# mem_arbiter

mem_arbiter, the clock network:
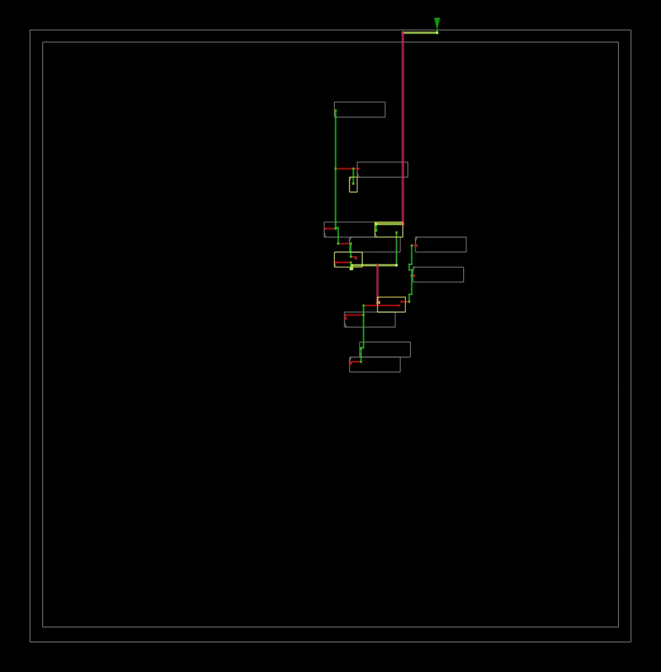

$ cat src/rtl/twitch_pkg.sv
// Shared core package: bus widths, arbiter state encoding, RAM request
// payload and the default shared-RAM size.
package twitch_pkg;

    localparam int unsigned ADDR_W        = 32;
    localparam int unsigned DATA_W        = 32;
    localparam int unsigned BE_W          = DATA_W / 8;
    localparam int unsigned MEM_BYTES_DEF = 65536;

    typedef enum logic {
        IDLE   = 1'b0,
        LOCKED = 1'b1
    } arb_state_t;

    // One RAM-port transaction as presented in the grant cycle.
    typedef struct packed {
        logic              en;
        logic [BE_W-1:0]   we;
        logic [ADDR_W-1:0] addr;
        logic [DATA_W-1:0] wdata;
    } mem_req_t;

    // Word-aligned byte address.
    function automatic logic [ADDR_W-1:0] word_align(input logic [ADDR_W-1:0] a);
        return {a[ADDR_W-1:2], 2'b00};
    endfunction

endpackage

$ cat src/rtl/arb_starve_cnt.sv
// Saturating count of consecutive instruction-port denials.
//   clk, resetn : clock, async active-low reset
//   inc         : instruction request denied this cycle
//   clr         : instruction request granted this cycle
//   at_limit    : count has reached LIMIT
module arb_starve_cnt #(
    parameter int unsigned LIMIT = 4
) (
    input  logic clk,
    input  logic resetn,
    input  logic inc,
    input  logic clr,
    output logic at_limit
);

    localparam int unsigned CNT_W = (LIMIT < 1) ? 1 : $clog2(LIMIT + 1);

    logic [CNT_W-1:0] cnt;

    // Counter saturates at LIMIT; a grant always restarts it.
    always_ff @(posedge clk or negedge resetn) begin
        if (!resetn) begin
            cnt <= '0;
        end else if (clr) begin
            cnt <= '0;
        end else if (inc && (cnt != CNT_W'(LIMIT))) begin
            cnt <= cnt + CNT_W'(1);
        end
    end

    assign at_limit = (cnt == CNT_W'(LIMIT));

endmodule

$ cat src/rtl/mem_arbiter.sv
// Two-port (instruction fetch / data) arbiter in front of a single
// synchronous RAM with one cycle of read latency.
//   clk, resetn                 : clock, async active-low reset
//   i_req/i_addr                : instruction fetch request
//   i_gnt/i_rvalid/i_rdata      : fetch grant and read response
//   d_req/d_we/d_be/d_addr/
//   d_wdata/d_lock              : data request (lock holds off fetches)
//   d_gnt/d_rvalid/d_rdata/d_err: data grant, read response, range error
//   m_en/m_we/m_addr/m_wdata    : RAM request, driven in the grant cycle
//   m_rdata                     : RAM read data, valid one cycle later
module mem_arbiter
    import twitch_pkg::*;
#(
    parameter int unsigned MEM_BYTES    = MEM_BYTES_DEF,
    parameter int unsigned STARVE_LIMIT = 4
) (
    input  logic              clk,
    input  logic              resetn,
    input  logic              i_req,
    input  logic [ADDR_W-1:0] i_addr,
    output logic              i_gnt,
    output logic              i_rvalid,
    output logic [DATA_W-1:0] i_rdata,
    input  logic              d_req,
    input  logic              d_we,
    input  logic [BE_W-1:0]   d_be,
    input  logic [ADDR_W-1:0] d_addr,
    input  logic [DATA_W-1:0] d_wdata,
    input  logic              d_lock,
    output logic              d_gnt,
    output logic              d_rvalid,
    output logic [DATA_W-1:0] d_rdata,
    output logic              d_err,
    output logic              m_en,
    output logic [BE_W-1:0]   m_we,
    output logic [ADDR_W-1:0] m_addr,
    output logic [DATA_W-1:0] m_wdata,
    input  logic [DATA_W-1:0] m_rdata
);

    arb_state_t state;
    logic       run;        // first edge after reset release has passed
    logic       at_limit;
    logic       lock_hold;
    logic       i_oor;
    logic       d_oor;
    logic       i_win;
    logic       d_win;
    logic       i_oor_q;
    mem_req_t   mreq;

    // A lock only blocks fetches while d_lock is still held; the release
    // cycle is already open to the instruction port.
    assign lock_hold = (state == LOCKED) && d_lock;

    assign i_oor = (i_addr >= ADDR_W'(MEM_BYTES)) || (i_addr[1:0] != 2'b00);
    assign d_oor = (d_addr >= ADDR_W'(MEM_BYTES));

    assign i_win = run && i_req && !lock_hold && (at_limit || !d_req);
    assign d_win = run && d_req && !i_win;

    assign i_gnt = i_win;
    assign d_gnt = d_win;

    arb_starve_cnt #(
        .LIMIT (STARVE_LIMIT)
    ) u_starve (
        .clk      (clk),
        .resetn   (resetn),
        .inc      (i_req && !i_win),
        .clr      (i_win),
        .at_limit (at_limit)
    );

    // RAM request from the winner; out-of-range accesses never touch RAM.
    always_comb begin
        mreq = '0;
        if (i_win) begin
            mreq.en   = !i_oor;
            mreq.addr = word_align(i_addr);
        end else if (d_win) begin
            mreq.en    = !d_oor;
            mreq.we    = (d_we && !d_oor) ? d_be : '0;
            mreq.addr  = word_align(d_addr);
            mreq.wdata = d_wdata;
        end
    end

    assign m_en    = mreq.en;
    assign m_we    = mreq.we;
    assign m_addr  = mreq.addr;
    assign m_wdata = mreq.wdata;

    // Lock FSM plus response tracking; reset drops any read in flight.
    always_ff @(posedge clk or negedge resetn) begin
        if (!resetn) begin
            state    <= IDLE;
            run      <= 1'b0;
            i_rvalid <= 1'b0;
            i_oor_q  <= 1'b0;
            d_rvalid <= 1'b0;
            d_err    <= 1'b0;
        end else begin
            run      <= 1'b1;
            i_rvalid <= i_win;
            i_oor_q  <= i_win && i_oor;
            d_rvalid <= d_win && (!d_we || d_oor);
            d_err    <= d_win && d_oor;
            case (state)
                IDLE:    if (d_win && d_lock) state <= LOCKED;
                LOCKED:  if (!d_lock)         state <= IDLE;
                default: state <= IDLE;
            endcase
        end
    end

    // Read data passes straight from RAM in the response cycle, else zero.
    assign i_rdata = (i_rvalid && !i_oor_q) ? m_rdata : '0;
    assign d_rdata = (d_rvalid && !d_err)   ? m_rdata : '0;

endmodule

$ cat config.mk
export PLATFORM = sky130hd
export DESIGN_NAME = mem_arbiter
export DESIGN_NICKNAME = d
export VERILOG_FILES = /design/src/rtl/twitch_pkg.sv /design/src/rtl/arb_starve_cnt.sv /design/src/rtl/mem_arbiter.sv
export SDC_FILE = /design/constraint.sdc
export NUM_CORES = 1
export LEC_CHECK = 0
export ABC_CLOCK_PERIOD_IN_PS = 2900
export CAP_MARGIN = 10
export CORE_AREA = 2 2 107 109
export CTS_BUF_LIST = sky130_fd_sc_hd__clkbuf_8
export DETAILED_ROUTE_END_ITERATION = 6
export DIE_AREA = 0 0 109 111
export PLACE_DENSITY = 0.61
export SETUP_SLACK_MARGIN = 0.3
export SYNTH_ARGS = -nofsm -noshare
export SYNTH_HDL_FRONTEND = slang
export SYNTH_SLANG_ARGS = --single-unit
$ cat constraint.sdc
create_clock -name clk -period 2.9 [get_ports clk]
set_input_delay 0.87 -clock clk [delete_from_list [all_inputs] [get_ports clk]]
set_output_delay 0.87 -clock clk [all_outputs]
set_load 0.03 [all_outputs]
# npc_ctrl

**config.mk**
```make
export PLATFORM = sky130hd
export DESIGN_NAME = npc_ctrl
export DESIGN_NICKNAME = d
export VERILOG_FILES = /design/src/rtl/npc_ctrl.sv
export SDC_FILE = /design/constraint.sdc
export NUM_CORES = 1
export LEC_CHECK = 0
export CAP_MARGIN = 40
export CORE_MARGIN = 1
export CORE_UTILIZATION = 42
export CTS_BUF_LIST = sky130_fd_sc_hd__clkbuf_2 sky130_fd_sc_hd__clkbuf_4 sky130_fd_sc_hd__clkbuf_8
export DETAILED_ROUTE_END_ITERATION = 16
export PLACE_DENSITY = 0.76
export SKIP_CTS_REPAIR_TIMING = 1
export SLEW_MARGIN = 20
export SYNTH_ARGS = -nofsm -noshare
export SYNTH_HDL_FRONTEND = slang
export SYNTH_SLANG_ARGS = --single-unit
```
**constraint.sdc**
```tcl
create_clock -name clk -period 11 [get_ports clk]
set_clock_uncertainty 0.15 [all_clocks]
set_input_delay 2.75 -clock clk [delete_from_list [all_inputs] [get_ports clk]]
set_output_delay 2.75 -clock clk [all_outputs]
set_load 0.1 [all_outputs]
```
**src/rtl/npc_ctrl.sv**
```systemverilog
// npc_ctrl: next-PC selection for the five-stage MIPS pipeline.
// Picks the address the PC register loads on its next non-stalled edge.
// The sources are sequential fetch, ID-stage branch/jump/jr, exception
// entry and eret return. An exception or eret redirect that arrives while
// the pipeline is stalled is held until the PC register can accept it.
// The block also tracks whether the instruction at PC_F is a delay slot.
module npc_ctrl #(
  parameter logic [31:0] RESET_PC = 32'h0000_3000,
  parameter logic [31:0] EXC_VEC  = 32'h0000_4180
) (
  input  logic        clk,
  input  logic        reset,
  input  logic [31:0] PC_F,
  input  logic [31:0] PC_D,
  input  logic        Stall,
  input  logic        IsBJ_D,
  input  logic        Br_D,
  input  logic [15:0] Imm_D,
  input  logic        J_D,
  input  logic [25:0] Index_D,
  input  logic        Jr_D,
  input  logic [31:0] RS_D,
  input  logic        Exc,
  input  logic        Eret,
  input  logic [31:0] EPC,
  output logic [31:0] MPC_,
  output logic        BD_F,
  output logic        Pend
);

  // The PC register returns to RESET_PC on its own. This block only needs a
  // word-aligned reset address, so a misaligned one leaves a named marker
  // in the elaborated hierarchy for anyone inspecting the build.
  if (RESET_PC[1:0] != 2'b00) begin : g_reset_pc_misaligned
  end

  typedef enum logic {
    IDLE = 1'b0,
    HOLD = 1'b1
  } pend_state_t;

  pend_state_t state, state_next;

  logic [31:0] pend_pc, pend_pc_next;
  logic        pend_exc, pend_exc_next;
  logic        pend_vld;
  logic        bd_next;

  logic [31:0] seq_target;
  logic [31:0] pc_d_plus4;
  logic [31:0] br_offset;
  logic [31:0] br_target;
  logic [31:0] j_target;

  assign pend_vld = (state == HOLD);
  assign Pend     = pend_vld;

  // Candidate targets. All arithmetic wraps modulo 2^32. The jump region
  // comes from the delay-slot address PC_D+4, not from PC_D itself.
  always_comb begin
    seq_target = PC_F + 32'd4;
    pc_d_plus4 = PC_D + 32'd4;
    br_offset  = {{14{Imm_D[15]}}, Imm_D, 2'b00};
    br_target  = pc_d_plus4 + br_offset;
    j_target   = {pc_d_plus4[31:28], Index_D, 2'b00};
  end

  // Next-PC priority mux: exception, eret, held redirect, then ID control flow.
  always_comb begin
    MPC_ = seq_target;
    if (Exc) begin
      MPC_ = EXC_VEC;
    end else if (Eret) begin
      MPC_ = EPC;
    end else if (pend_vld) begin
      MPC_ = pend_pc;
    end else if (Jr_D) begin
      MPC_ = RS_D;
    end else if (J_D) begin
      MPC_ = j_target;
    end else if (Br_D) begin
      MPC_ = br_target;
    end
  end

  // Pending-redirect FSM. It latches exc/eret targets only while stalled.
  // An exception already held cannot be displaced by a later eret.
  always_comb begin
    state_next    = state;
    pend_pc_next  = pend_pc;
    pend_exc_next = pend_exc;
    case (state)
      IDLE: begin
        if (Stall && (Exc || Eret)) begin
          state_next    = HOLD;
          pend_pc_next  = Exc ? EXC_VEC : EPC;
          pend_exc_next = Exc;
        end
      end
      HOLD: begin
        if (Stall) begin
          if (Exc) begin
            pend_pc_next  = EXC_VEC;
            pend_exc_next = 1'b1;
          end else if (Eret && !pend_exc) begin
            pend_pc_next = EPC;
          end
        end else begin
          state_next    = IDLE;
          pend_exc_next = 1'b0;
        end
      end
      default: begin
        state_next    = IDLE;
        pend_exc_next = 1'b0;
      end
    endcase
  end

  // State register for the pending redirect.
  always_ff @(posedge clk) begin
    if (reset) begin
      state    <= IDLE;
      pend_pc  <= 32'h0000_0000;
      pend_exc <= 1'b0;
    end else begin
      state    <= state_next;
      pend_pc  <= pend_pc_next;
      pend_exc <= pend_exc_next;
    end
  end

  // A fetch is a delay slot only if the ID branch/jump is not pre-empted
  // by an exc/eret redirect. This covers one arriving now or one held.
  always_comb begin
    bd_next = IsBJ_D & ~Exc & ~Eret & ~pend_vld;
  end

  // Delay-slot flag: follows the fetch, frozen while the PC is stalled.
  always_ff @(posedge clk) begin
    if (reset) begin
      BD_F <= 1'b0;
    end else if (!Stall) begin
      BD_F <= bd_next;
    end
  end

endmodule

```
npc_ctrl, the clock network:
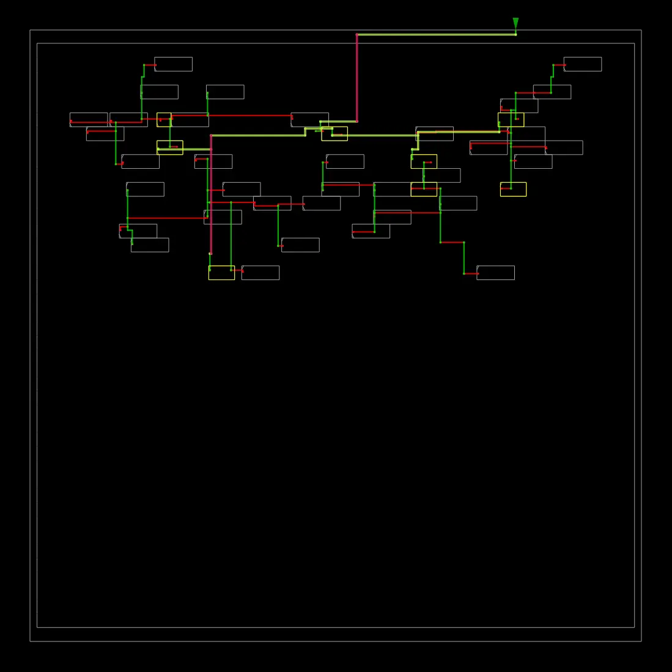
CTS sink cnt: 35
clk_buf instances: 8
seq_cells: 35

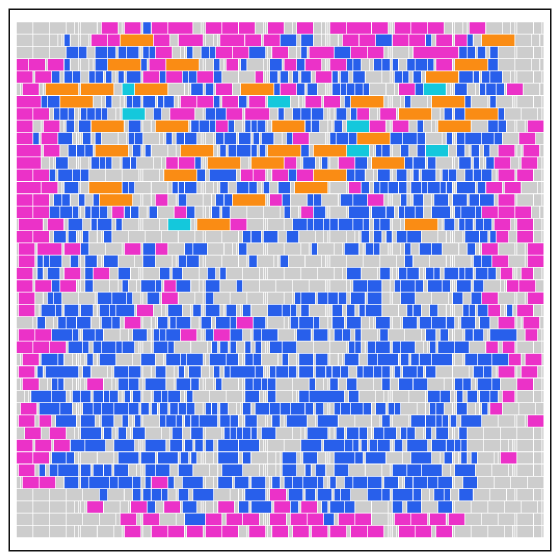
npc_ctrl: placement by cell class
Fill, decap, tap and diode cells in gray.
| class | color | cells | share of their area |
|---|---|---|---|
| flops | orange | 35 | 8.7% |
| clock drivers and dummy loads | cyan | 8 | 1.3% |
| other buffers and delay cells | magenta | 236 | 29% |
| combinational and other logic | blue | 790 | 61% |

==> Changelog: implementation, npc_ctrl <==
### Implementation results

* Worst-margin pin slew at 0.787 ns
* Num CTS Buffers at 5
* Ys async rst share at 0%
* Register area share after synthesis at 12.1%
* Synth logic family: simple AND/OR/NAND/NOR gates
* Status: completed
* Gate power share at 62.7%
* Die outline width at 120 um
* Critical-path maximum fanout at 8
* Met1 Resource Use GR at 39.5%
* Yosys chip area at 0.00581 mm2
* Leakage power at 3.16 nW
* Worst hold slack at 0.341 ns
* Synthesized registers at 35
* Logic inverters at 24
* Vias in the first global route at 6,901
* Max Freq at 0.100 GHz
* I/O pins at 213
* First-pass GRT wire length at 35,000 um
* Sw power at 0.000295 W
* N_taps at 176
* Top Layout Cells: clkdlybuf4s50_1, nor2_1, a21oi_1, nand2_1
* Placed Area at 0.00817 mm2
* Power Density at 78.5 mW/mm2
* Worst hold stages at 2
* Aoi share at 29.8%
* CORE AREA at 0.0133 mm2
* Yosys warns at 0
* Number of enable flip-flop cells at 0
* Crit path launch: PC_D[2]
* Clock network fraction of total power at 16.6%
* FP Core Util at 43.5%
* Filler cells at 1,260
* DR vias at 7,341
* Seq/total area at 8.47%
* Min-delay src: pend_pc[30]$_SDFFE_PP0P_
* RePlAce Congestion at 0.952
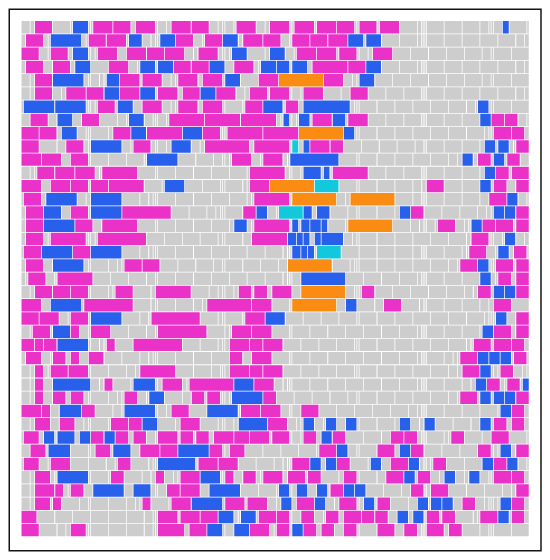
mem_arbiter: placement by cell class
Fill, decap, tap and diode cells in gray.
| class | color | cells | share of their area |
|---|---|---|---|
| other buffers and delay cells | magenta | 343 | 66% |
| clock drivers and dummy loads | cyan | 4 | 0.83% |
| flops | orange | 9 | 4.2% |
| combinational and other logic | blue | 173 | 29% |

## Picture notes: 'the clock network' of mem_arbiter
CTS sink cnt: 9
seq_cells: 9

==> Changelog: implementation, mem_arbiter <==
### Implementation results

* FP Core Util at 13.6%
* Placed Cells at 629
* Final worst slack at -0.0364 ns
* Failing checks: setup timing
* Std-Cell Rows at 39
* DR vias at 2,788
* Routed wire length at 10,500 um
* Tot GR Track Use at 15.3%
* Hold-fix buffer count after cts at 0
* Drt first-iter violations at 48
* N_taps at 143
* Basic Gates by Area at 50.8%
* Status: complete, but fails checks
* Fin. max-slew vios at 0
* # setup viols final at 8
* Worst hold stages at 2
* Mux contribution to synthesized area at 0%
* # Post-CTS Setup Buffers at 24
* Met3 Usage GRT at 2.76%
* Xor+xnor area frac at 0%
* Reg2reg start: u_starve.cnt[1]$_DFFE_PN0P_
* CP required at 2.03 ns
* WL per Instance at 15.7 um
* Critical path cell sequence: buf_6, buf_6, a221oi_4, buf_12, buf_12, buf_16, a22o_1, buf_6
* Synthesized instance count at 199
* Sequential power at 0.000175 W
* Combinational share of cell area at 28.1%

## Gallery

Routed clock nets over the placement.
Plate I
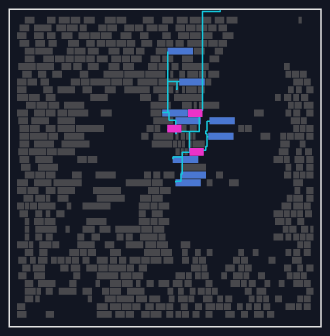
Plate II
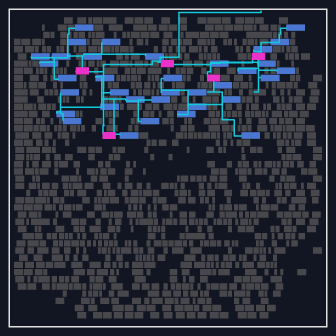
For npc_ctrl, see Plate II.
For mem_arbiter, see Plate I.

Key to Plate II:
[flip-flops] blue | count: 35
[clock wires] cyan | length: 501 um
[clock drivers] magenta | count: 5
flops lie: a band across the top
routed clock nets: 6


# fpu_addsub_ctrl_flat

fpu_addsub_ctrl_flat, routed clock nets over the placement:
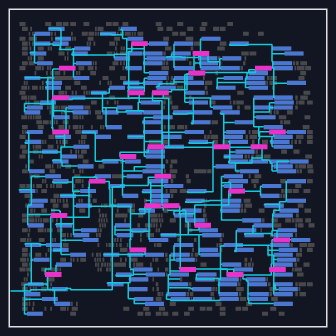

<file path="config.mk">
export PLATFORM = sky130hd
export DESIGN_NAME = fpu_addsub_ctrl_flat
export DESIGN_NICKNAME = d
export VERILOG_FILES = /design/src/rtl/fpu_addsub_ctrl_if.sv /design/src/rtl/fpu_addsub_ctrl.sv /design/src/flat_wrapper.sv
export SDC_FILE = /design/constraint.sdc
export NUM_CORES = 1
export LEC_CHECK = 0
export ABC_AREA = 1
export CORE_MARGIN = 5
export CORE_UTILIZATION = 35
export CTS_CLUSTER_SIZE = 24
export DETAILED_ROUTE_END_ITERATION = 10
export PLACE_DENSITY_LB_ADDON = 0.08
export SYNTH_ARGS = -nofsm -noshare
export SYNTH_HDL_FRONTEND = slang
export SYNTH_SLANG_ARGS = --single-unit
</file>
<file path="constraint.sdc">
create_clock -name clk -period 3.8 [get_ports clk]
set_input_delay 0.57 -clock clk [delete_from_list [all_inputs] [get_ports clk]]
set_output_delay 0.57 -clock clk [all_outputs]
set_load 0.02 [all_outputs]
</file>
<file path="src/rtl/fpu_addsub_ctrl_if.sv">
// Bundle of request, adder and result signals for the FP add/sub issue/collect stage.
// master = requester/adder/writeback side, slave = the control block.
interface fpu_addsub_ctrl_if #(
  parameter int unsigned TAGW = 5
);
  logic            req_valid;
  logic            req_ready;
  logic            req_sub;
  logic [31:0]     req_x1;
  logic [31:0]     req_x2;
  logic [TAGW-1:0] req_tag;
  logic [31:0]     fu_x1;
  logic [31:0]     fu_x2;
  logic [31:0]     fu_y;
  logic            fu_ovf;
  logic            res_valid;
  logic            res_ready;
  logic [31:0]     res_y;
  logic            res_ovf;
  logic [TAGW-1:0] res_tag;
  logic            busy;

  modport master (
    output req_valid, req_sub, req_x1, req_x2, req_tag, fu_y, fu_ovf, res_ready,
    input  req_ready, fu_x1, fu_x2, res_valid, res_y, res_ovf, res_tag, busy
  );

  modport slave (
    input  req_valid, req_sub, req_x1, req_x2, req_tag, fu_y, fu_ovf, res_ready,
    output req_ready, fu_x1, fu_x2, res_valid, res_y, res_ovf, res_tag, busy
  );
endinterface

</file>
<file path="src/rtl/fpu_addsub_ctrl.sv">
// Issue/collect stage for a pipelined FP add/sub unit: credit-gated issue, LAT-deep
// valid/tag tracking pipe and a DEPTH-entry in-order result FIFO.
module fpu_addsub_ctrl #(
  parameter int unsigned LAT   = 1,
  parameter int unsigned DEPTH = 4,
  parameter int unsigned TAGW  = 5
) (
  input  logic               clk,
  input  logic               rst,
  fpu_addsub_ctrl_if.slave   bus
);
  localparam int unsigned PW = $clog2(DEPTH);
  localparam int unsigned CW = $clog2(DEPTH) + 1;

  typedef struct packed {
    logic            ovf;
    logic [TAGW-1:0] tag;
    logic [31:0]     y;
  } res_entry_t;

  logic [LAT:0]    pipe_v;
  logic [TAGW-1:0] pipe_tag [LAT+1];
  logic [CW-1:0]   inflight;
  logic [CW-1:0]   fifo_cnt;
  logic [CW-1:0]   inflight_nxt;
  logic [CW-1:0]   cnt_nxt;
  logic [PW-1:0]   wr_ptr;
  logic [PW-1:0]   rd_ptr;
  res_entry_t      mem [DEPTH];
  res_entry_t      head;
  logic            ready_q;
  logic            valid_q;
  logic            busy_q;
  logic [31:0]     fu_x1_q;
  logic [31:0]     fu_x2_q;
  logic            accept_c;
  logic            push_c;
  logic            pop_c;

  // Handshake events and next occupancy; credits come only from registered counts.
  always_comb begin
    accept_c     = bus.req_valid & ready_q;
    push_c       = pipe_v[LAT];
    pop_c        = bus.res_ready & valid_q;
    inflight_nxt = inflight + CW'(accept_c) - CW'(push_c);
    cnt_nxt      = fifo_cnt + CW'(push_c) - CW'(pop_c);
  end

  // Operand registers and the non-stalling valid/tag pipe.
  always_ff @(posedge clk or posedge rst) begin
    if (rst) begin
      fu_x1_q <= '0;
      fu_x2_q <= '0;
      pipe_v  <= '0;
      for (int unsigned k = 0; k <= LAT; k++) pipe_tag[k] <= '0;
    end else begin
      if (accept_c) begin
        fu_x1_q <= bus.req_x1;
        fu_x2_q <= {bus.req_x2[31] ^ bus.req_sub, bus.req_x2[30:0]};
      end
      pipe_v[0]   <= accept_c;
      pipe_tag[0] <= bus.req_tag;
      for (int unsigned k = 1; k <= LAT; k++) begin
        pipe_v[k]   <= pipe_v[k-1];
        pipe_tag[k] <= pipe_tag[k-1];
      end
    end
  end

  // FIFO pointers, occupancy counters and registered status outputs.
  always_ff @(posedge clk or posedge rst) begin
    if (rst) begin
      wr_ptr   <= '0;
      rd_ptr   <= '0;
      fifo_cnt <= '0;
      inflight <= '0;
      ready_q  <= 1'b1;
      valid_q  <= 1'b0;
      busy_q   <= 1'b0;
    end else begin
      if (push_c) wr_ptr <= wr_ptr + PW'(1);
      if (pop_c)  rd_ptr <= rd_ptr + PW'(1);
      fifo_cnt <= cnt_nxt;
      inflight <= inflight_nxt;
      ready_q  <= (inflight_nxt + cnt_nxt) < CW'(DEPTH);
      valid_q  <= cnt_nxt != '0;
      busy_q   <= (inflight_nxt != '0) | (cnt_nxt != '0);
    end
  end

  always_ff @(posedge clk) begin
    if (push_c) mem[wr_ptr] <= '{ovf: bus.fu_ovf, tag: pipe_tag[LAT], y: bus.fu_y};
  end

  // Every issued op owns a slot, so a push into a full FIFO without a pop is a credit leak.
  a_no_overflow: assert property (@(posedge clk) disable iff (rst)
    !(push_c && !pop_c && fifo_cnt == CW'(DEPTH)));

  assign head          = mem[rd_ptr];
  assign bus.req_ready = ready_q;
  assign bus.fu_x1     = fu_x1_q;
  assign bus.fu_x2     = fu_x2_q;
  assign bus.res_valid = valid_q;
  assign bus.res_y     = head.y;
  assign bus.res_ovf   = head.ovf;
  assign bus.res_tag   = head.tag;
  assign bus.busy      = busy_q;
endmodule

</file>
<file path="src/flat_wrapper.sv">
// flat-port wrapper written by rule: the top's interface ports become plain ports
module fpu_addsub_ctrl_flat 
#(
  parameter int unsigned LAT   = 1,
  parameter int unsigned DEPTH = 4,
  parameter int unsigned TAGW  = 5
)
  (clk, rst, bus_req_valid, bus_req_sub, bus_req_x1, bus_req_x2, bus_req_tag, bus_fu_y, bus_fu_ovf, bus_res_ready, bus_req_ready, bus_fu_x1, bus_fu_x2, bus_res_valid, bus_res_y, bus_res_ovf, bus_res_tag, bus_busy);
  fpu_addsub_ctrl_if #(.TAGW(TAGW)) bus_i ();
  input  logic clk;
  input  logic rst;
  input wire logic [$bits(bus_i.req_valid)-1:0] bus_req_valid;
  input wire logic [$bits(bus_i.req_sub)-1:0] bus_req_sub;
  input wire logic [$bits(bus_i.req_x1)-1:0] bus_req_x1;
  input wire logic [$bits(bus_i.req_x2)-1:0] bus_req_x2;
  input wire logic [$bits(bus_i.req_tag)-1:0] bus_req_tag;
  input wire logic [$bits(bus_i.fu_y)-1:0] bus_fu_y;
  input wire logic [$bits(bus_i.fu_ovf)-1:0] bus_fu_ovf;
  input wire logic [$bits(bus_i.res_ready)-1:0] bus_res_ready;
  output wire logic [$bits(bus_i.req_ready)-1:0] bus_req_ready;
  output wire logic [$bits(bus_i.fu_x1)-1:0] bus_fu_x1;
  output wire logic [$bits(bus_i.fu_x2)-1:0] bus_fu_x2;
  output wire logic [$bits(bus_i.res_valid)-1:0] bus_res_valid;
  output wire logic [$bits(bus_i.res_y)-1:0] bus_res_y;
  output wire logic [$bits(bus_i.res_ovf)-1:0] bus_res_ovf;
  output wire logic [$bits(bus_i.res_tag)-1:0] bus_res_tag;
  output wire logic [$bits(bus_i.busy)-1:0] bus_busy;
  assign bus_i.req_valid = bus_req_valid;
  assign bus_i.req_sub = bus_req_sub;
  assign bus_i.req_x1 = bus_req_x1;
  assign bus_i.req_x2 = bus_req_x2;
  assign bus_i.req_tag = bus_req_tag;
  assign bus_i.fu_y = bus_fu_y;
  assign bus_i.fu_ovf = bus_fu_ovf;
  assign bus_i.res_ready = bus_res_ready;
  assign bus_req_ready = bus_i.req_ready;
  assign bus_fu_x1 = bus_i.fu_x1;
  assign bus_fu_x2 = bus_i.fu_x2;
  assign bus_res_valid = bus_i.res_valid;
  assign bus_res_y = bus_i.res_y;
  assign bus_res_ovf = bus_i.res_ovf;
  assign bus_res_tag = bus_i.res_tag;
  assign bus_busy = bus_i.busy;
  fpu_addsub_ctrl #(.LAT(LAT), .DEPTH(DEPTH), .TAGW(TAGW)) u_core (.clk(clk), .rst(rst), .bus(bus_i));
endmodule
</file>
# svm_mem_cmd_engine

File: src/rtl/svm_pkg.sv
// svm_pkg: shared types for the SVM inference controller and its memory-side
// command engine.
//   t_mem_cmds  - 4-bit command codes sent on mem_cmd
//   t_mem_resp  - 3-bit response codes returned on mem_resp
//   t_eng_state - command-engine FSM states
//   LANES_DEF   - default compute-array width
package svm_pkg;

  localparam int LANES_DEF = 32;

  typedef enum logic [3:0] {
    LOAD_WEIGHTS_NUM    = 4'd0,
    LOAD_WEIGHTS_FULL   = 4'd1,
    LOAD_DATA_NUM       = 4'd2,
    LOAD_DATA_FULL      = 4'd3,
    WR_TO_SCRATCH_STACK = 4'd4,
    WR_INFER_RES        = 4'd5,
    POP_SCRATCH_STACK   = 4'd6
  } t_mem_cmds;

  typedef enum logic [2:0] {
    WGHT_LOAD_DONE      = 3'd0,
    DATAVEC_LOAD_DONE   = 3'd1,
    WR_INFER_RES_DONE   = 3'd2,
    SCRATCH_1_PUSH_DONE = 3'd3,
    SCRATCH_1_POP_DONE  = 3'd4,
    ERR                 = 3'd7
  } t_mem_resp;

  typedef enum logic [2:0] {
    IDLE  = 3'd0,
    BURST = 3'd1,
    DRAIN = 3'd2,
    WRITE = 3'd3,
    RESP  = 3'd4
  } t_eng_state;

endpackage

File: src/rtl/svm_sram_burst_rd.sv
// svm_sram_burst_rd: issues one SRAM read per lane for a LANES-beat burst and
// aligns the 1-cycle-late read data onto the array programming bus.
// Ports:
//   clk, rst            - clock, synchronous active-high reset
//   start, base, cnt    - burst start pulse, first address, number of real lanes
//   wghtbar             - lane type for this burst (0 weight, 1 data)
//   sram_rdata          - SRAM read data (valid the cycle after rd_req)
//   rd_req, rd_addr     - SRAM read request/address
//   prog_*              - programming beat (valid, lane type, index, value)
import svm_pkg::*;

module svm_sram_burst_rd #(
  parameter int ADDR_W = 16,
  parameter int LANES  = LANES_DEF,
  localparam int IW    = $clog2(LANES),
  localparam int NW    = $clog2(LANES + 1)
) (
  input  logic              clk,
  input  logic              rst,
  input  logic              start,
  input  logic [ADDR_W-1:0] base,
  input  logic [NW-1:0]     cnt,
  input  logic              wghtbar,
  input  logic [31:0]       sram_rdata,
  output logic              rd_req,
  output logic [ADDR_W-1:0] rd_addr,
  output logic              prog_vld,
  output logic              prog_wghtbar_data,
  output logic [4:0]        prog_idx,
  output logic [31:0]       prog_data
);

  logic          active;
  logic [IW-1:0] lane;
  logic [NW-1:0] n_lanes;
  logic          wb;
  logic          pad;

  // Lane sequencer plus one-stage beat pipeline; a lane with no read is a pad.
  always_ff @(posedge clk) begin
    if (rst) begin
      active            <= 1'b0;
      lane              <= '0;
      n_lanes           <= '0;
      wb                <= 1'b0;
      rd_req            <= 1'b0;
      rd_addr           <= '0;
      prog_vld          <= 1'b0;
      prog_wghtbar_data <= 1'b0;
      prog_idx          <= 5'd0;
      pad               <= 1'b1;
    end else begin
      prog_vld          <= active;
      prog_idx          <= active ? 5'(lane) : 5'd0;
      prog_wghtbar_data <= active ? wb : 1'b0;
      pad               <= ~rd_req;
      if (start) begin
        active  <= 1'b1;
        lane    <= '0;
        n_lanes <= cnt;
        wb      <= wghtbar;
        rd_req  <= (cnt != '0);
        rd_addr <= base;
      end else if (active) begin
        if (lane == IW'(LANES - 1)) begin
          active <= 1'b0;
          rd_req <= 1'b0;
        end else begin
          lane    <= lane + IW'(1);
          rd_req  <= ((NW'(lane) + NW'(1)) < n_lanes);
          rd_addr <= rd_addr + ADDR_W'(1);
        end
      end else begin
        rd_req <= 1'b0;
      end
    end
  end

  // Read data arrives in the beat cycle itself, so it is muxed straight through.
  assign prog_data = (prog_vld && !pad) ? sram_rdata : 32'd0;

endmodule

File: src/rtl/svm_mem_cmd_engine.sv
// svm_mem_cmd_engine: services mem_cmd requests from the SVM inference
// controller: weight/data loads onto the programming bus, scratch-stack
// push/pop and inference-result writes, one mem_resp per command.
// Ports:
//   clk, rst                     - clock, synchronous active-high reset
//   cfg_load, *_BASE             - latch region bases and rewind pointers
//   mem_cmd_vld/mem_cmd/_data    - held command from the controller
//   mem_resp_vld/mem_resp/_data  - one-cycle response pulse
//   sram_*                       - single-port SRAM, 1-cycle read latency
//   prog_*                       - programming bus to the compute array
//   err                          - sticky error flag
import svm_pkg::*;

module svm_mem_cmd_engine #(
  parameter int ADDR_W      = 16,
  parameter int LANES       = LANES_DEF,
  parameter int STACK_DEPTH = 256
) (
  input  logic              clk,
  input  logic              rst,
  input  logic              cfg_load,
  input  logic [ADDR_W-1:0] WGHT_BASE,
  input  logic [ADDR_W-1:0] DATA_BASE,
  input  logic [ADDR_W-1:0] SCRATCH_BASE,
  input  logic [ADDR_W-1:0] RES_BASE,
  input  logic              mem_cmd_vld,
  input  logic [3:0]        mem_cmd,
  input  logic [31:0]       mem_cmd_data,
  output logic              mem_resp_vld,
  output logic [2:0]        mem_resp,
  output logic [31:0]       mem_resp_data,
  output logic              sram_req,
  output logic              sram_we,
  output logic [ADDR_W-1:0] sram_addr,
  output logic [31:0]       sram_wdata,
  input  logic [31:0]       sram_rdata,
  output logic              prog_vld,
  output logic              prog_wghtbar_data,
  output logic [4:0]        prog_idx,
  output logic [31:0]       prog_data,
  output logic              err
);

  localparam int IW = $clog2(LANES);
  localparam int NW = $clog2(LANES + 1);
  localparam int SW = $clog2(STACK_DEPTH + 1);

  t_eng_state        state;
  t_mem_resp         resp_code;
  logic [31:0]       resp_data;
  logic [IW-1:0]     cnt;
  logic [ADDR_W-1:0] wptr, dptr, rptr;
  logic [SW-1:0]     sp;
  logic [ADDR_W-1:0] wght_base_lat, scratch_base_lat, res_base_lat;
  logic              wr_req;
  logic [ADDR_W-1:0] wr_addr;
  logic [31:0]       wr_data;

  logic              accept;
  logic [NW-1:0]     req_n, pop_n;
  logic              bst_start, bst_wb;
  logic [ADDR_W-1:0] bst_base;
  logic [NW-1:0]     bst_n;
  logic              rd_req;
  logic [ADDR_W-1:0] rd_addr;

  assign accept = (state == IDLE) && mem_cmd_vld && !cfg_load;

  // Lane counts: requested count clipped to LANES, and for pops also to sp.
  always_comb begin
    req_n = (mem_cmd_data > 32'(LANES)) ? NW'(LANES) : NW'(mem_cmd_data);
    if (32'(req_n) > 32'(sp)) begin
      pop_n = NW'(sp);
    end else begin
      pop_n = req_n;
    end
  end

  // Burst launch parameters for an accepted load or pop.
  always_comb begin
    bst_start = 1'b0;
    bst_wb    = 1'b0;
    bst_base  = '0;
    bst_n     = '0;
    if (accept) begin
      case (mem_cmd)
        LOAD_WEIGHTS_NUM:  begin bst_start = 1'b1; bst_base = wptr; bst_n = req_n; end
        LOAD_WEIGHTS_FULL: begin bst_start = 1'b1; bst_base = wptr; bst_n = NW'(LANES); end
        LOAD_DATA_NUM:     begin bst_start = 1'b1; bst_wb = 1'b1; bst_base = dptr; bst_n = req_n; end
        LOAD_DATA_FULL:    begin bst_start = 1'b1; bst_wb = 1'b1; bst_base = dptr; bst_n = NW'(LANES); end
        POP_SCRATCH_STACK: begin
          bst_start = 1'b1;
          bst_wb    = 1'b1;
          bst_base  = scratch_base_lat + ADDR_W'(sp) - ADDR_W'(pop_n);
          bst_n     = pop_n;
        end
        default: bst_start = 1'b0;
      endcase
    end else begin
      bst_start = 1'b0;
    end
  end

  svm_sram_burst_rd #(.ADDR_W(ADDR_W), .LANES(LANES)) u_burst (
    .clk               (clk),
    .rst               (rst),
    .start             (bst_start),
    .base              (bst_base),
    .cnt               (bst_n),
    .wghtbar           (bst_wb),
    .sram_rdata        (sram_rdata),
    .rd_req            (rd_req),
    .rd_addr           (rd_addr),
    .prog_vld          (prog_vld),
    .prog_wghtbar_data (prog_wghtbar_data),
    .prog_idx          (prog_idx),
    .prog_data         (prog_data)
  );

  // Reads and writes come from disjoint FSM states, so they never overlap.
  assign sram_req   = rd_req | wr_req;
  assign sram_we    = wr_req;
  assign sram_addr  = wr_req ? wr_addr : rd_addr;
  assign sram_wdata = wr_req ? wr_data : 32'd0;

  // Command FSM, pointer bookkeeping, error flag and registered response.
  always_ff @(posedge clk) begin
    if (rst) begin
      state <= IDLE;  resp_code <= WGHT_LOAD_DONE;  resp_data <= 32'd0;  cnt <= '0;
      wptr <= '0;  dptr <= '0;  rptr <= '0;  sp <= '0;
      wght_base_lat <= '0;  scratch_base_lat <= '0;  res_base_lat <= '0;
      wr_req <= 1'b0;  wr_addr <= '0;  wr_data <= 32'd0;
      mem_resp_vld <= 1'b0;  mem_resp <= 3'd0;  mem_resp_data <= 32'd0;  err <= 1'b0;
    end else begin
      if (cfg_load && state != IDLE) begin
        err <= 1'b1;
      end
      case (state)
        IDLE: begin
          if (cfg_load) begin
            wght_base_lat    <= WGHT_BASE;
            scratch_base_lat <= SCRATCH_BASE;
            res_base_lat     <= RES_BASE;
            wptr <= WGHT_BASE;  dptr <= DATA_BASE;  sp <= '0;  rptr <= '0;
            err  <= 1'b0;
          end else if (mem_cmd_vld) begin
            cnt <= '0;
            case (mem_cmd)
              LOAD_WEIGHTS_NUM: begin
                state <= BURST;  resp_code <= WGHT_LOAD_DONE;  resp_data <= 32'(req_n);
                wptr  <= wght_base_lat;  // closes the data point
              end
              LOAD_WEIGHTS_FULL: begin
                state <= BURST;  resp_code <= WGHT_LOAD_DONE;  resp_data <= 32'(LANES);
                wptr  <= wptr + ADDR_W'(LANES);
              end
              LOAD_DATA_NUM: begin
                state <= BURST;  resp_code <= DATAVEC_LOAD_DONE;  resp_data <= 32'(req_n);
                dptr  <= dptr + ADDR_W'(req_n);
              end
              LOAD_DATA_FULL: begin
                state <= BURST;  resp_code <= DATAVEC_LOAD_DONE;  resp_data <= 32'(LANES);
                dptr  <= dptr + ADDR_W'(LANES);
              end
              POP_SCRATCH_STACK: begin
                state <= BURST;  resp_code <= SCRATCH_1_POP_DONE;  resp_data <= 32'(pop_n);
                sp    <= sp - SW'(pop_n);
                if (mem_cmd_data > 32'(sp)) begin
                  err <= 1'b1;
                end
              end
              WR_TO_SCRATCH_STACK: begin
                state <= WRITE;
                if (sp == SW'(STACK_DEPTH)) begin
                  resp_code <= ERR;  resp_data <= 32'(sp);  err <= 1'b1;
                end else begin
                  wr_req    <= 1'b1;
                  wr_addr   <= scratch_base_lat + ADDR_W'(sp);
                  wr_data   <= mem_cmd_data;
                  sp        <= sp + SW'(1);
                  resp_code <= SCRATCH_1_PUSH_DONE;
                  resp_data <= 32'(sp) + 32'd1;
                end
              end
              WR_INFER_RES: begin
                state     <= WRITE;
                wr_req    <= 1'b1;
                wr_addr   <= res_base_lat + rptr;
                wr_data   <= {31'd0, mem_cmd_data[0]};
                rptr      <= rptr + ADDR_W'(1);
                resp_code <= WR_INFER_RES_DONE;
                resp_data <= 32'(rptr);
              end
              default: begin
                // Unknown code: answer immediately, no SRAM access.
                state <= RESP;  mem_resp_vld <= 1'b1;  mem_resp <= ERR;
                mem_resp_data <= 32'd0;  err <= 1'b1;
              end
            endcase
          end else begin
            state <= IDLE;
          end
        end
        BURST: begin
          if (cnt == IW'(LANES - 1)) begin
            state <= DRAIN;
          end else begin
            cnt <= cnt + IW'(1);
          end
        end
        DRAIN, WRITE: begin
          wr_req        <= 1'b0;
          state         <= RESP;
          mem_resp_vld  <= 1'b1;
          mem_resp      <= resp_code;
          mem_resp_data <= resp_data;
        end
        RESP: begin
          state         <= IDLE;
          mem_resp_vld  <= 1'b0;
          mem_resp      <= 3'd0;
          mem_resp_data <= 32'd0;
        end
        default: state <= IDLE;
      endcase
    end
  end

endmodule

File: config.mk
export PLATFORM = sky130hd
export DESIGN_NAME = svm_mem_cmd_engine
export DESIGN_NICKNAME = d
export VERILOG_FILES = /design/src/rtl/svm_pkg.sv /design/src/rtl/svm_sram_burst_rd.sv /design/src/rtl/svm_mem_cmd_engine.sv
export SDC_FILE = /design/constraint.sdc
export NUM_CORES = 1
export LEC_CHECK = 0
export CAP_MARGIN = 20
export CORE_MARGIN = 2
export CORE_UTILIZATION = 45
export CTS_CLUSTER_SIZE = 8
export DETAILED_ROUTE_END_ITERATION = 10
export PLACE_DENSITY = 0.73
export SETUP_SLACK_MARGIN = 0.1
export SLEW_MARGIN = 40
export SYNTH_ARGS = -nofsm -noshare
export SYNTH_HDL_FRONTEND = slang
export SYNTH_SLANG_ARGS = --single-unit
File: constraint.sdc
create_clock -name clk -period 9 [get_ports clk]
set_input_delay 1.8 -clock clk [delete_from_list [all_inputs] [get_ports clk]]
set_output_delay 1.8 -clock clk [all_outputs]
set_load 0.005 [all_outputs]
# hazard_stall_ctrl

[config.mk]
export PLATFORM = sky130hd
export DESIGN_NAME = hazard_stall_ctrl
export DESIGN_NICKNAME = d
export VERILOG_FILES = /design/src/rtl/hazard_pkg.sv /design/src/rtl/mdu_busy_timer.sv /design/src/rtl/hazard_stall_ctrl.sv
export SDC_FILE = /design/constraint.sdc
export NUM_CORES = 1
export LEC_CHECK = 0
export CORE_MARGIN = 1
export CORE_UTILIZATION = 37
export CTS_CLUSTER_DIAMETER = 120
export CTS_CLUSTER_SIZE = 40
export DETAILED_ROUTE_END_ITERATION = 8
export PLACE_DENSITY = 0.83
export SLEW_MARGIN = 20
export SYNTH_ARGS = -nofsm -noshare
export SYNTH_HDL_FRONTEND = slang
export SYNTH_SLANG_ARGS = --single-unit
[constraint.sdc]
create_clock -name clk -period 3.4 [get_ports clk]
set_input_delay 0.34 -clock clk [delete_from_list [all_inputs] [get_ports clk]]
set_output_delay 0.34 -clock clk [all_outputs]
set_load 0.005 [all_outputs]
[src/rtl/hazard_pkg.sv]
// -----------------------------------------------------------------------------
// hazard_pkg
//   Shared definitions for the pipeline hazard / stall controller:
//     - mdu_state_t : MULT/DIV busy-timer state encoding (ST_RUN, ST_BUSY)
//     - REG_ZERO    : architectural $zero; never a real dependency
//     - src_match() : does a producer's destination feed a used source of the
//                     instruction sitting in ID?
// -----------------------------------------------------------------------------
package hazard_pkg;

    typedef enum logic [0:0] {
        ST_RUN  = 1'b0,
        ST_BUSY = 1'b1
    } mdu_state_t;

    localparam logic [4:0] REG_ZERO = 5'd0;

    // A producer writing $zero never creates a hazard, so rd==0 is rejected
    // here rather than at every call site.
    function automatic logic src_match(
        input logic [4:0] rd,
        input logic [4:0] rs,
        input logic [4:0] rt,
        input logic       use_rs,
        input logic       use_rt
    );
        logic hit_rs;
        logic hit_rt;
        hit_rs = use_rs && (rd == rs);
        hit_rt = use_rt && (rd == rt);
        return (rd != REG_ZERO) && (hit_rs || hit_rt);
    endfunction

endpackage

[src/rtl/mdu_busy_timer.sv]
// -----------------------------------------------------------------------------
// mdu_busy_timer
//   Tracks an in-flight MULT/MULTU/DIV/DIVU. An op accepted in cycle 0 reports
//   busy=0 in that cycle and busy=1 for the following (latency-1) cycles, so
//   an HI/LO reader immediately behind it stalls exactly long enough.
//
// Parameters
//   MULT_CYCLES  MULT/MULTU latency (>=1)
//   DIV_CYCLES   DIV/DIVU latency (>=1)
//   CNT_W        counter width, holds max(MULT_CYCLES,DIV_CYCLES)-1
//
// Ports
//   clk      in   core clock
//   rst      in   synchronous active-high reset (abandons any op in flight)
//   start    in   instruction in ID is a MULT/DIV
//   is_div   in   qualifies start: 1=DIV, 0=MULT
//   hold     in   pipeline is stalled this cycle; start is not accepted
//   busy     out  MULT/DIV in flight
// -----------------------------------------------------------------------------
module mdu_busy_timer
    import hazard_pkg::*;
#(
    parameter int MULT_CYCLES = 4,
    parameter int DIV_CYCLES  = 32,
    parameter int CNT_W       = 6
) (
    input  logic clk,
    input  logic rst,
    input  logic start,
    input  logic is_div,
    input  logic hold,
    output logic busy
);

    // Counter reload values: the accept cycle itself is the first of the N.
    localparam logic [CNT_W-1:0] MULT_LOAD = CNT_W'(MULT_CYCLES - 1);
    localparam logic [CNT_W-1:0] DIV_LOAD  = CNT_W'(DIV_CYCLES - 1);
    localparam logic [CNT_W-1:0] CNT_ONE   = CNT_W'(1);

    mdu_state_t       state;
    mdu_state_t       state_nxt;
    logic [CNT_W-1:0] cnt;
    logic [CNT_W-1:0] cnt_nxt;

    always_ff @(posedge clk) begin
        if (rst) begin
            state <= ST_RUN;
            cnt   <= '0;
        end else begin
            state <= state_nxt;
            cnt   <= cnt_nxt;
        end
    end

    always_comb begin
        state_nxt = state;
        cnt_nxt   = cnt;
        case (state)
            ST_RUN: begin
                if (start && !hold) begin
                    cnt_nxt = is_div ? DIV_LOAD : MULT_LOAD;
                    // A single-cycle unit never leaves RUN.
                    if (cnt_nxt != '0) begin
                        state_nxt = ST_BUSY;
                    end
                end
            end
            ST_BUSY: begin
                // New starts are held off by the top level while BUSY, so
                // start is deliberately ignored here.
                cnt_nxt = cnt - CNT_ONE;
                if (cnt == CNT_ONE) begin
                    state_nxt = ST_RUN;
                end
            end
            default: begin
                state_nxt = ST_RUN;
                cnt_nxt   = '0;
            end
        endcase
    end

    assign busy = (state == ST_BUSY);

endmodule

[src/rtl/hazard_stall_ctrl.sv]
// -----------------------------------------------------------------------------
// hazard_stall_ctrl
//   Hazard / stall controller for the 5-stage MIPS core, beside the ID stage
//   and upstream of the ID/EXE register. Catches what forwarding cannot:
//     - load-use       : load in EXE feeding the instruction in ID
//     - branch-on-load : branch in ID whose operand is a load still in MEM
//     - MULT/DIV       : HI/LO reader or new MULT/DIV while the unit is busy
//   A stall freezes PC and IF/ID and injects a bubble into ID/EXE. With no
//   stall, a taken branch squashes the instruction fetched behind it.
//
// Optional feature (macro HAZARD_PERF_EN):
//   stall_cycles     counts every cycle with stall=1
//   mdu_stall_cycles counts every cycle with an MULT/DIV hazard
//   Both clear on rst and wrap at 2^32. Without the macro the ports and
//   counters do not exist.
//
// Ports
//   clk, rst                      clock, synchronous active-high reset
//   Rs_ID, Rt_ID                  source registers of the ID instruction
//   use_rs_ID, use_rt_ID          ID instruction actually reads Rs / Rt
//   branch_ID                     ID instruction resolves in ID (branch/jr)
//   branch_taken_ID               that branch resolved taken
//   mdu_start_ID, mdu_is_div      ID instruction is MULT (0) / DIV (1)
//   hilo_read_ID                  ID instruction is MFHI/MFLO
//   reg_waddr_EXE, reg_write_EXE, mem_read_EXE   EXE producer
//   reg_waddr_MEM, reg_write_MEM, mem_read_MEM   MEM producer
//   pc_en, ifid_en                PC / IF-ID enables
//   ifid_flush, idexe_flush       IF-ID NOP insert / ID-EXE bubble insert
//   mdu_busy                      MULT/DIV in flight
// -----------------------------------------------------------------------------
module hazard_stall_ctrl
    import hazard_pkg::*;
#(
    parameter int MULT_CYCLES = 4,
    parameter int DIV_CYCLES  = 32,
    parameter int CNT_W       = 6
) (
    input  logic        clk,
    input  logic        rst,
    input  logic [4:0]  Rs_ID,
    input  logic [4:0]  Rt_ID,
    input  logic        use_rs_ID,
    input  logic        use_rt_ID,
    input  logic        branch_ID,
    input  logic        branch_taken_ID,
    input  logic        mdu_start_ID,
    input  logic        mdu_is_div,
    input  logic        hilo_read_ID,
    input  logic [4:0]  reg_waddr_EXE,
    input  logic        reg_write_EXE,
    input  logic        mem_read_EXE,
    input  logic [4:0]  reg_waddr_MEM,
    input  logic        reg_write_MEM,
    input  logic        mem_read_MEM,
    output logic        pc_en,
    output logic        ifid_en,
    output logic        ifid_flush,
    output logic        idexe_flush,
`ifdef HAZARD_PERF_EN
    output logic        mdu_busy,
    output logic [31:0] stall_cycles,
    output logic [31:0] mdu_stall_cycles
`else
    output logic        mdu_busy
`endif
);

    logic ld_use;
    logic br_ld;
    logic mdu_haz;
    logic stall;
    logic busy_raw;

    // A load in EXE can only be forwarded from MEM/WB, one cycle too late for
    // any consumer in ID.
    assign ld_use = reg_write_EXE && mem_read_EXE &&
                    src_match(reg_waddr_EXE, Rs_ID, Rt_ID, use_rs_ID, use_rt_ID);

    // Branches compare in ID, so a load still in MEM is also too late. This is
    // what turns a load-to-branch dependency into a two-cycle stall.
    assign br_ld  = branch_ID && reg_write_MEM && mem_read_MEM &&
                    src_match(reg_waddr_MEM, Rs_ID, Rt_ID, use_rs_ID, use_rt_ID);

    // HI/LO are not valid until the unit finishes, and the unit takes only one
    // op at a time.
    assign mdu_haz = busy_raw && (hilo_read_ID || mdu_start_ID);

    assign stall = ld_use || br_ld || mdu_haz;

    mdu_busy_timer #(
        .MULT_CYCLES (MULT_CYCLES),
        .DIV_CYCLES  (DIV_CYCLES),
        .CNT_W       (CNT_W)
    ) u_timer (
        .clk    (clk),
        .rst    (rst),
        .start  (mdu_start_ID),
        .is_div (mdu_is_div),
        .hold   (stall),
        .busy   (busy_raw)
    );

    // During reset the front end is frozen and both pipeline registers are
    // flushed. Otherwise a stall beats a taken branch, because a stalled
    // branch has not really resolved yet.
    always_comb begin
        pc_en       = 1'b1;
        ifid_en     = 1'b1;
        ifid_flush  = 1'b0;
        idexe_flush = 1'b0;
        if (rst) begin
            pc_en       = 1'b0;
            ifid_en     = 1'b0;
            ifid_flush  = 1'b1;
            idexe_flush = 1'b1;
        end else if (stall) begin
            pc_en       = 1'b0;
            ifid_en     = 1'b0;
            idexe_flush = 1'b1;
        end else begin
            ifid_flush  = branch_taken_ID;
        end
    end

    // The timer state only returns to RUN at the reset edge, so mask busy
    // combinationally for the reset cycle itself.
    assign mdu_busy = busy_raw && !rst;

`ifdef HAZARD_PERF_EN
    always_ff @(posedge clk) begin
        if (rst) begin
            stall_cycles     <= '0;
            mdu_stall_cycles <= '0;
        end else begin
            if (stall) begin
                stall_cycles <= stall_cycles + 32'd1;
            end
            if (mdu_haz) begin
                mdu_stall_cycles <= mdu_stall_cycles + 32'd1;
            end
        end
    end
`else
    // No performance counters in this build; control behaviour is unchanged.
`endif

endmodule


==> gallery <==
Placement by cell class.
Fill, decap, tap and diode cells in gray.
image #1
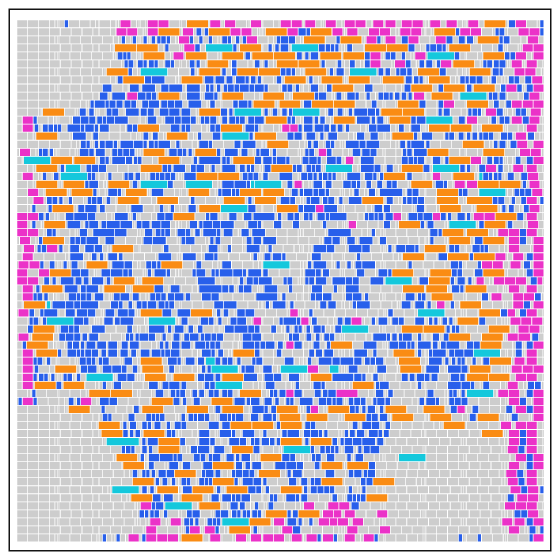
image #2
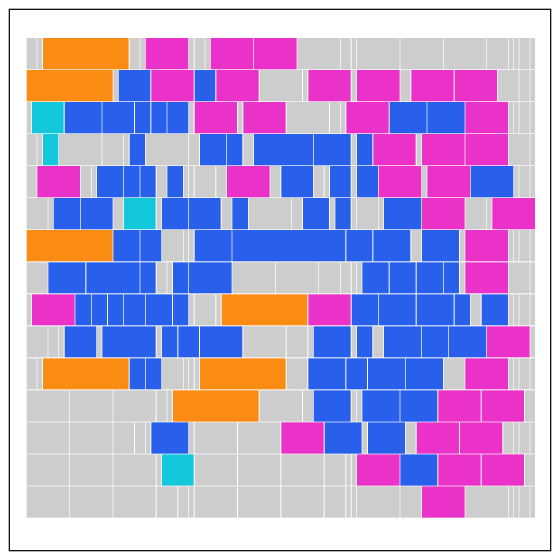
image #3
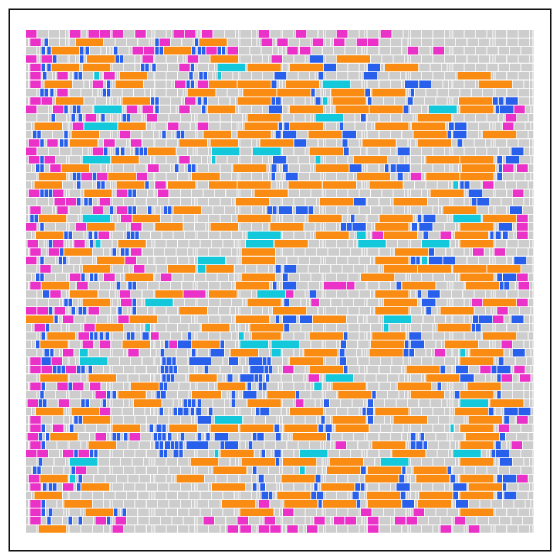
The one with the fewest sequential cells is image #2.
The one with the fewest cells is image #2.
hazard_stall_ctrl: image #2
svm_mem_cmd_engine: image #1
fpu_addsub_ctrl_flat: image #3

fpu_addsub_ctrl_flat, wiring by layer:
The bar under the picture is 50 um long. Two of the layers only.
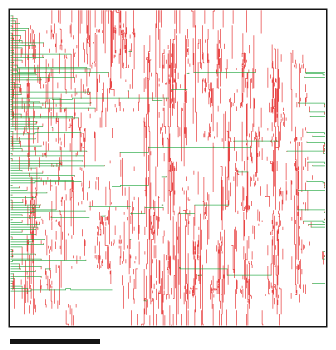
| layer | color | wire length |
|---|---|---|
| metal 2 | red | 9,800 um |
| metal 3 | green | 2,300 um |

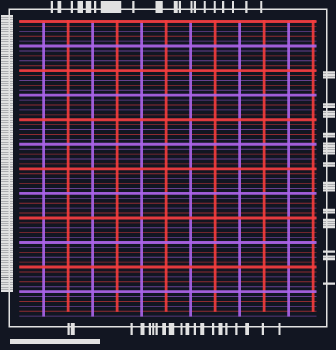
fpu_addsub_ctrl_flat: PDN straps and rails
The bar under the picture is 50 um long. Pins as bars on the die edge.
| net | color |
|---|---|
| VDD | red |
| VSS | purple |
met1 rails: 61
signal pins: 212
met5 straps: 12

Notes on 'routed clock nets over the placement' of fpu_addsub_ctrl_flat above:
[clock drivers] magenta | count: 27
[clock wires] cyan | length: 3,090 um
[flip-flops] blue | count: 241
routed clock nets: 28
flops lie: widely spread

==> Changelog: implementation, fpu_addsub_ctrl_flat <==
### Implementation results

* Final net count at 1,076
* Fin area at 0.0128 mm2
* RSZ-0062 raised after global routing: false
* Leakage power at 5.03 nW
* Worst path depth at 5
* # setup viols final at 0
* Slowest cell on crit path: clkdlybuf4s50_1
* Status: completed
* WL per Instance at 16.8 um
* Max reg flops at 152
* RePlAce Congestion at 0.707
* Fin. max-slew vios at 0
* Final Skew at 0.00886 ns
* Switching Share at 37.0%
* R2R depth at 13
* N_taps at 341
* Synth area leader: edfxtp_1
* Synthesized registers at 241
* DRT Pass-1 Iters at 6
* Clock network fraction of total power at 23.1%
* Placed Area at 0.0119 mm2
* Max_slew headroom at 32.2%
* # Post-CTS Setup Buffers at 0
* FP Core Util at 35.5%
* R2r endpoint: u_core.bus.req_ready$_DFF_PP1_
* Post-DP HPWL at 13,200 um
* Met3 wire length at 2300 um
* Grt total ovfl at 0
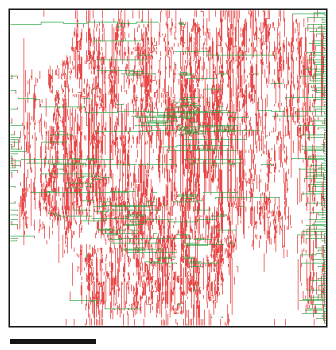
svm_mem_cmd_engine: wiring by layer
The bar under the picture is 50 um long. Two of the layers only.
| layer | color | wire length |
|---|---|---|
| metal 3 | green | 3,440 um |
| metal 2 | red | 21.3 mm |

==> Changelog: implementation, svm_mem_cmd_engine <==
### Implementation results

* Main flop type after synthesis: dfxtp_1
* Final core occ at 57.4%
* Worst vdd rail ir drop at 0.163 mV
* N_taps at 402
* Synth logic family: simple AND/OR/NAND/NOR gates
* Synthesized instance count at 1,852
* WP data arrival at 7.93 ns
* Top-area cell share at 33.4%
* Clk_buf instances at 41
* Sequential power at 0.00116 W
* Post-DP HPWL at 33,800 um
* Yosys warns at 0
* FP Core Util at 45.6%
* Clk latency late pin at 0.51 ns
* Status: completed
* Gate power share at 14.2%
* Placed Cells at 2,408
* Register area share after synthesis at 33.4%
* # setup viols final at 0
* Synth top cell by count: dfxtp_1
* Vias in the first global route at 13.3k
* Met3 wire length at 3440 um
* CP Capture Point: sp[8]$_SDFFE_PP0P_
* Met3 Usage GRT at 4.17%
* Drt first-iter violations at 1,237
* Xor+xnor area frac at 6.02%
* WL per Instance at 18.5 um
* Log Warnings at 27
* Combinational share of cell area at 49.7%
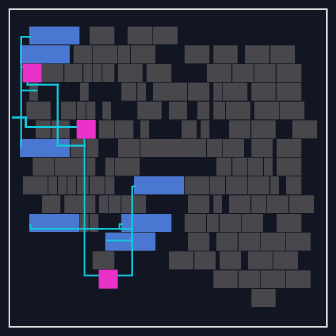
hazard_stall_ctrl: routed clock nets over the placement
[clock drivers] magenta | count: 3
[clock wires] cyan | length: 110 um
[flip-flops] blue | count: 7
routed clock nets: 4

==> Changelog: implementation, hazard_stall_ctrl <==
### Implementation results

* Final Skew at 0.00881 ns
* Setup TNS at 0 ns
* Status: completed
* Met2 usage at 34.4%
* Fin. max-slew vios at 0
* First-pass GRT wire length at 2950 um
* Syn Area/Cell at 7.91 um2
* Seq_cells at 7
* Basic Gates by Area at 26.2%
* Filler cells at 159
* Leakage power at 0.399 nW
* RePlAce Congestion at 0.845
* Sequential power at 0.000103 W
* Synthesized cell area at 712 um2
* Aoi share at 22.3%
* Clock network fraction of total power at 24.9%
* Max power group: combinational cells
* Unique cell types at 31
* R2R depth at 4
* CTS Buffer Depth at 2
* R2r endpoint: u_timer.cnt[2]$_SDFFE_PP0P_


==> notes/layouts.md <==
Pictures saved along the way, in no particular order.

Wiring by layer.
(a)
The bar under the picture is 10 um long. Two of the layers only.
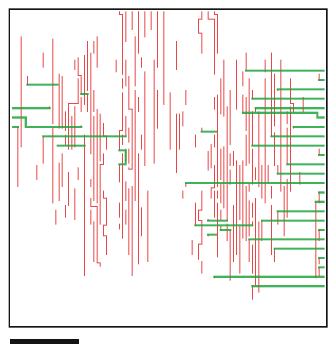
(b)
The bar under the picture is 20 um long. Two of the layers only.
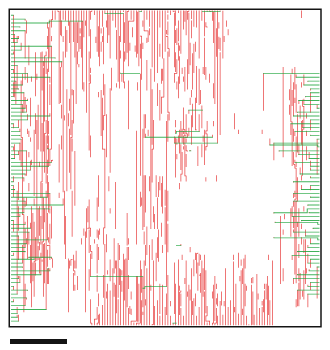
(c)
The bar under the picture is 20 um long. Two of the layers only.
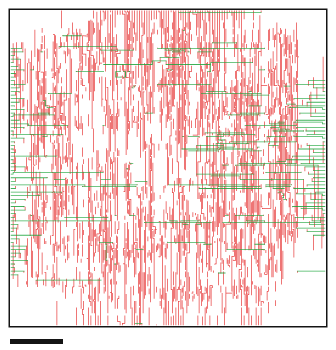
(c) comes from npc_ctrl.
(b) comes from mem_arbiter.
(a) comes from hazard_stall_ctrl.
The one with the most wire is (c).
The one with the least wire is (a).

Key to (b):
| layer | color | wire length |
|---|---|---|
| metal 3 | green | 946 um |
| metal 2 | red | 5,870 um |


==> screenshots <==
PDN straps and rails.
panel A
The bar under the picture is 10 um long. Pins as bars on the die edge.
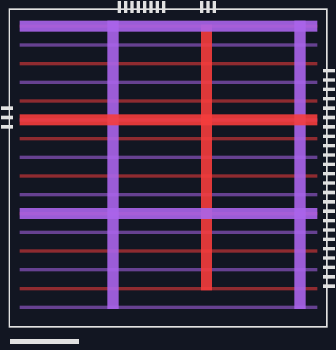
panel B
The bar under the picture is 20 um long. Pins as bars on the die edge.
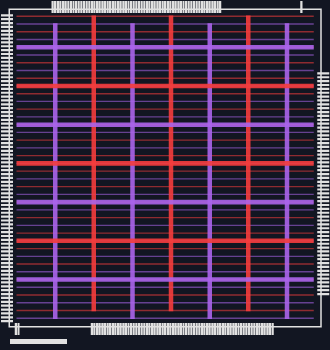
panel C
The bar under the picture is 50 um long. Pins as bars on the die edge.
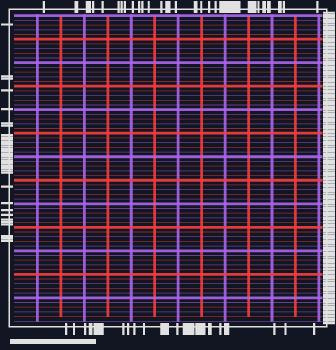
panel D
The bar under the picture is 20 um long. Pins as bars on the die edge.
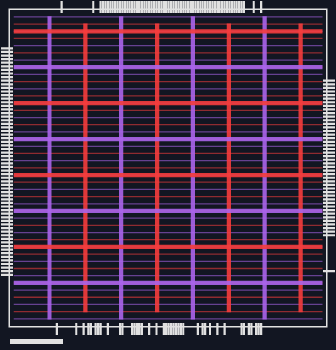
Of these, fewest pins: panel A
For mem_arbiter, see panel B.
For npc_ctrl, see panel D.
For hazard_stall_ctrl, see panel A.
For svm_mem_cmd_engine, see panel C.

Key to panel A:
| net | color |
|---|---|
| VSS | purple |
| VDD | red |
met1 rails: 16
rows: 15
signal pins: 38

No activity file was given, so power comes from the tool's default toggle rates.
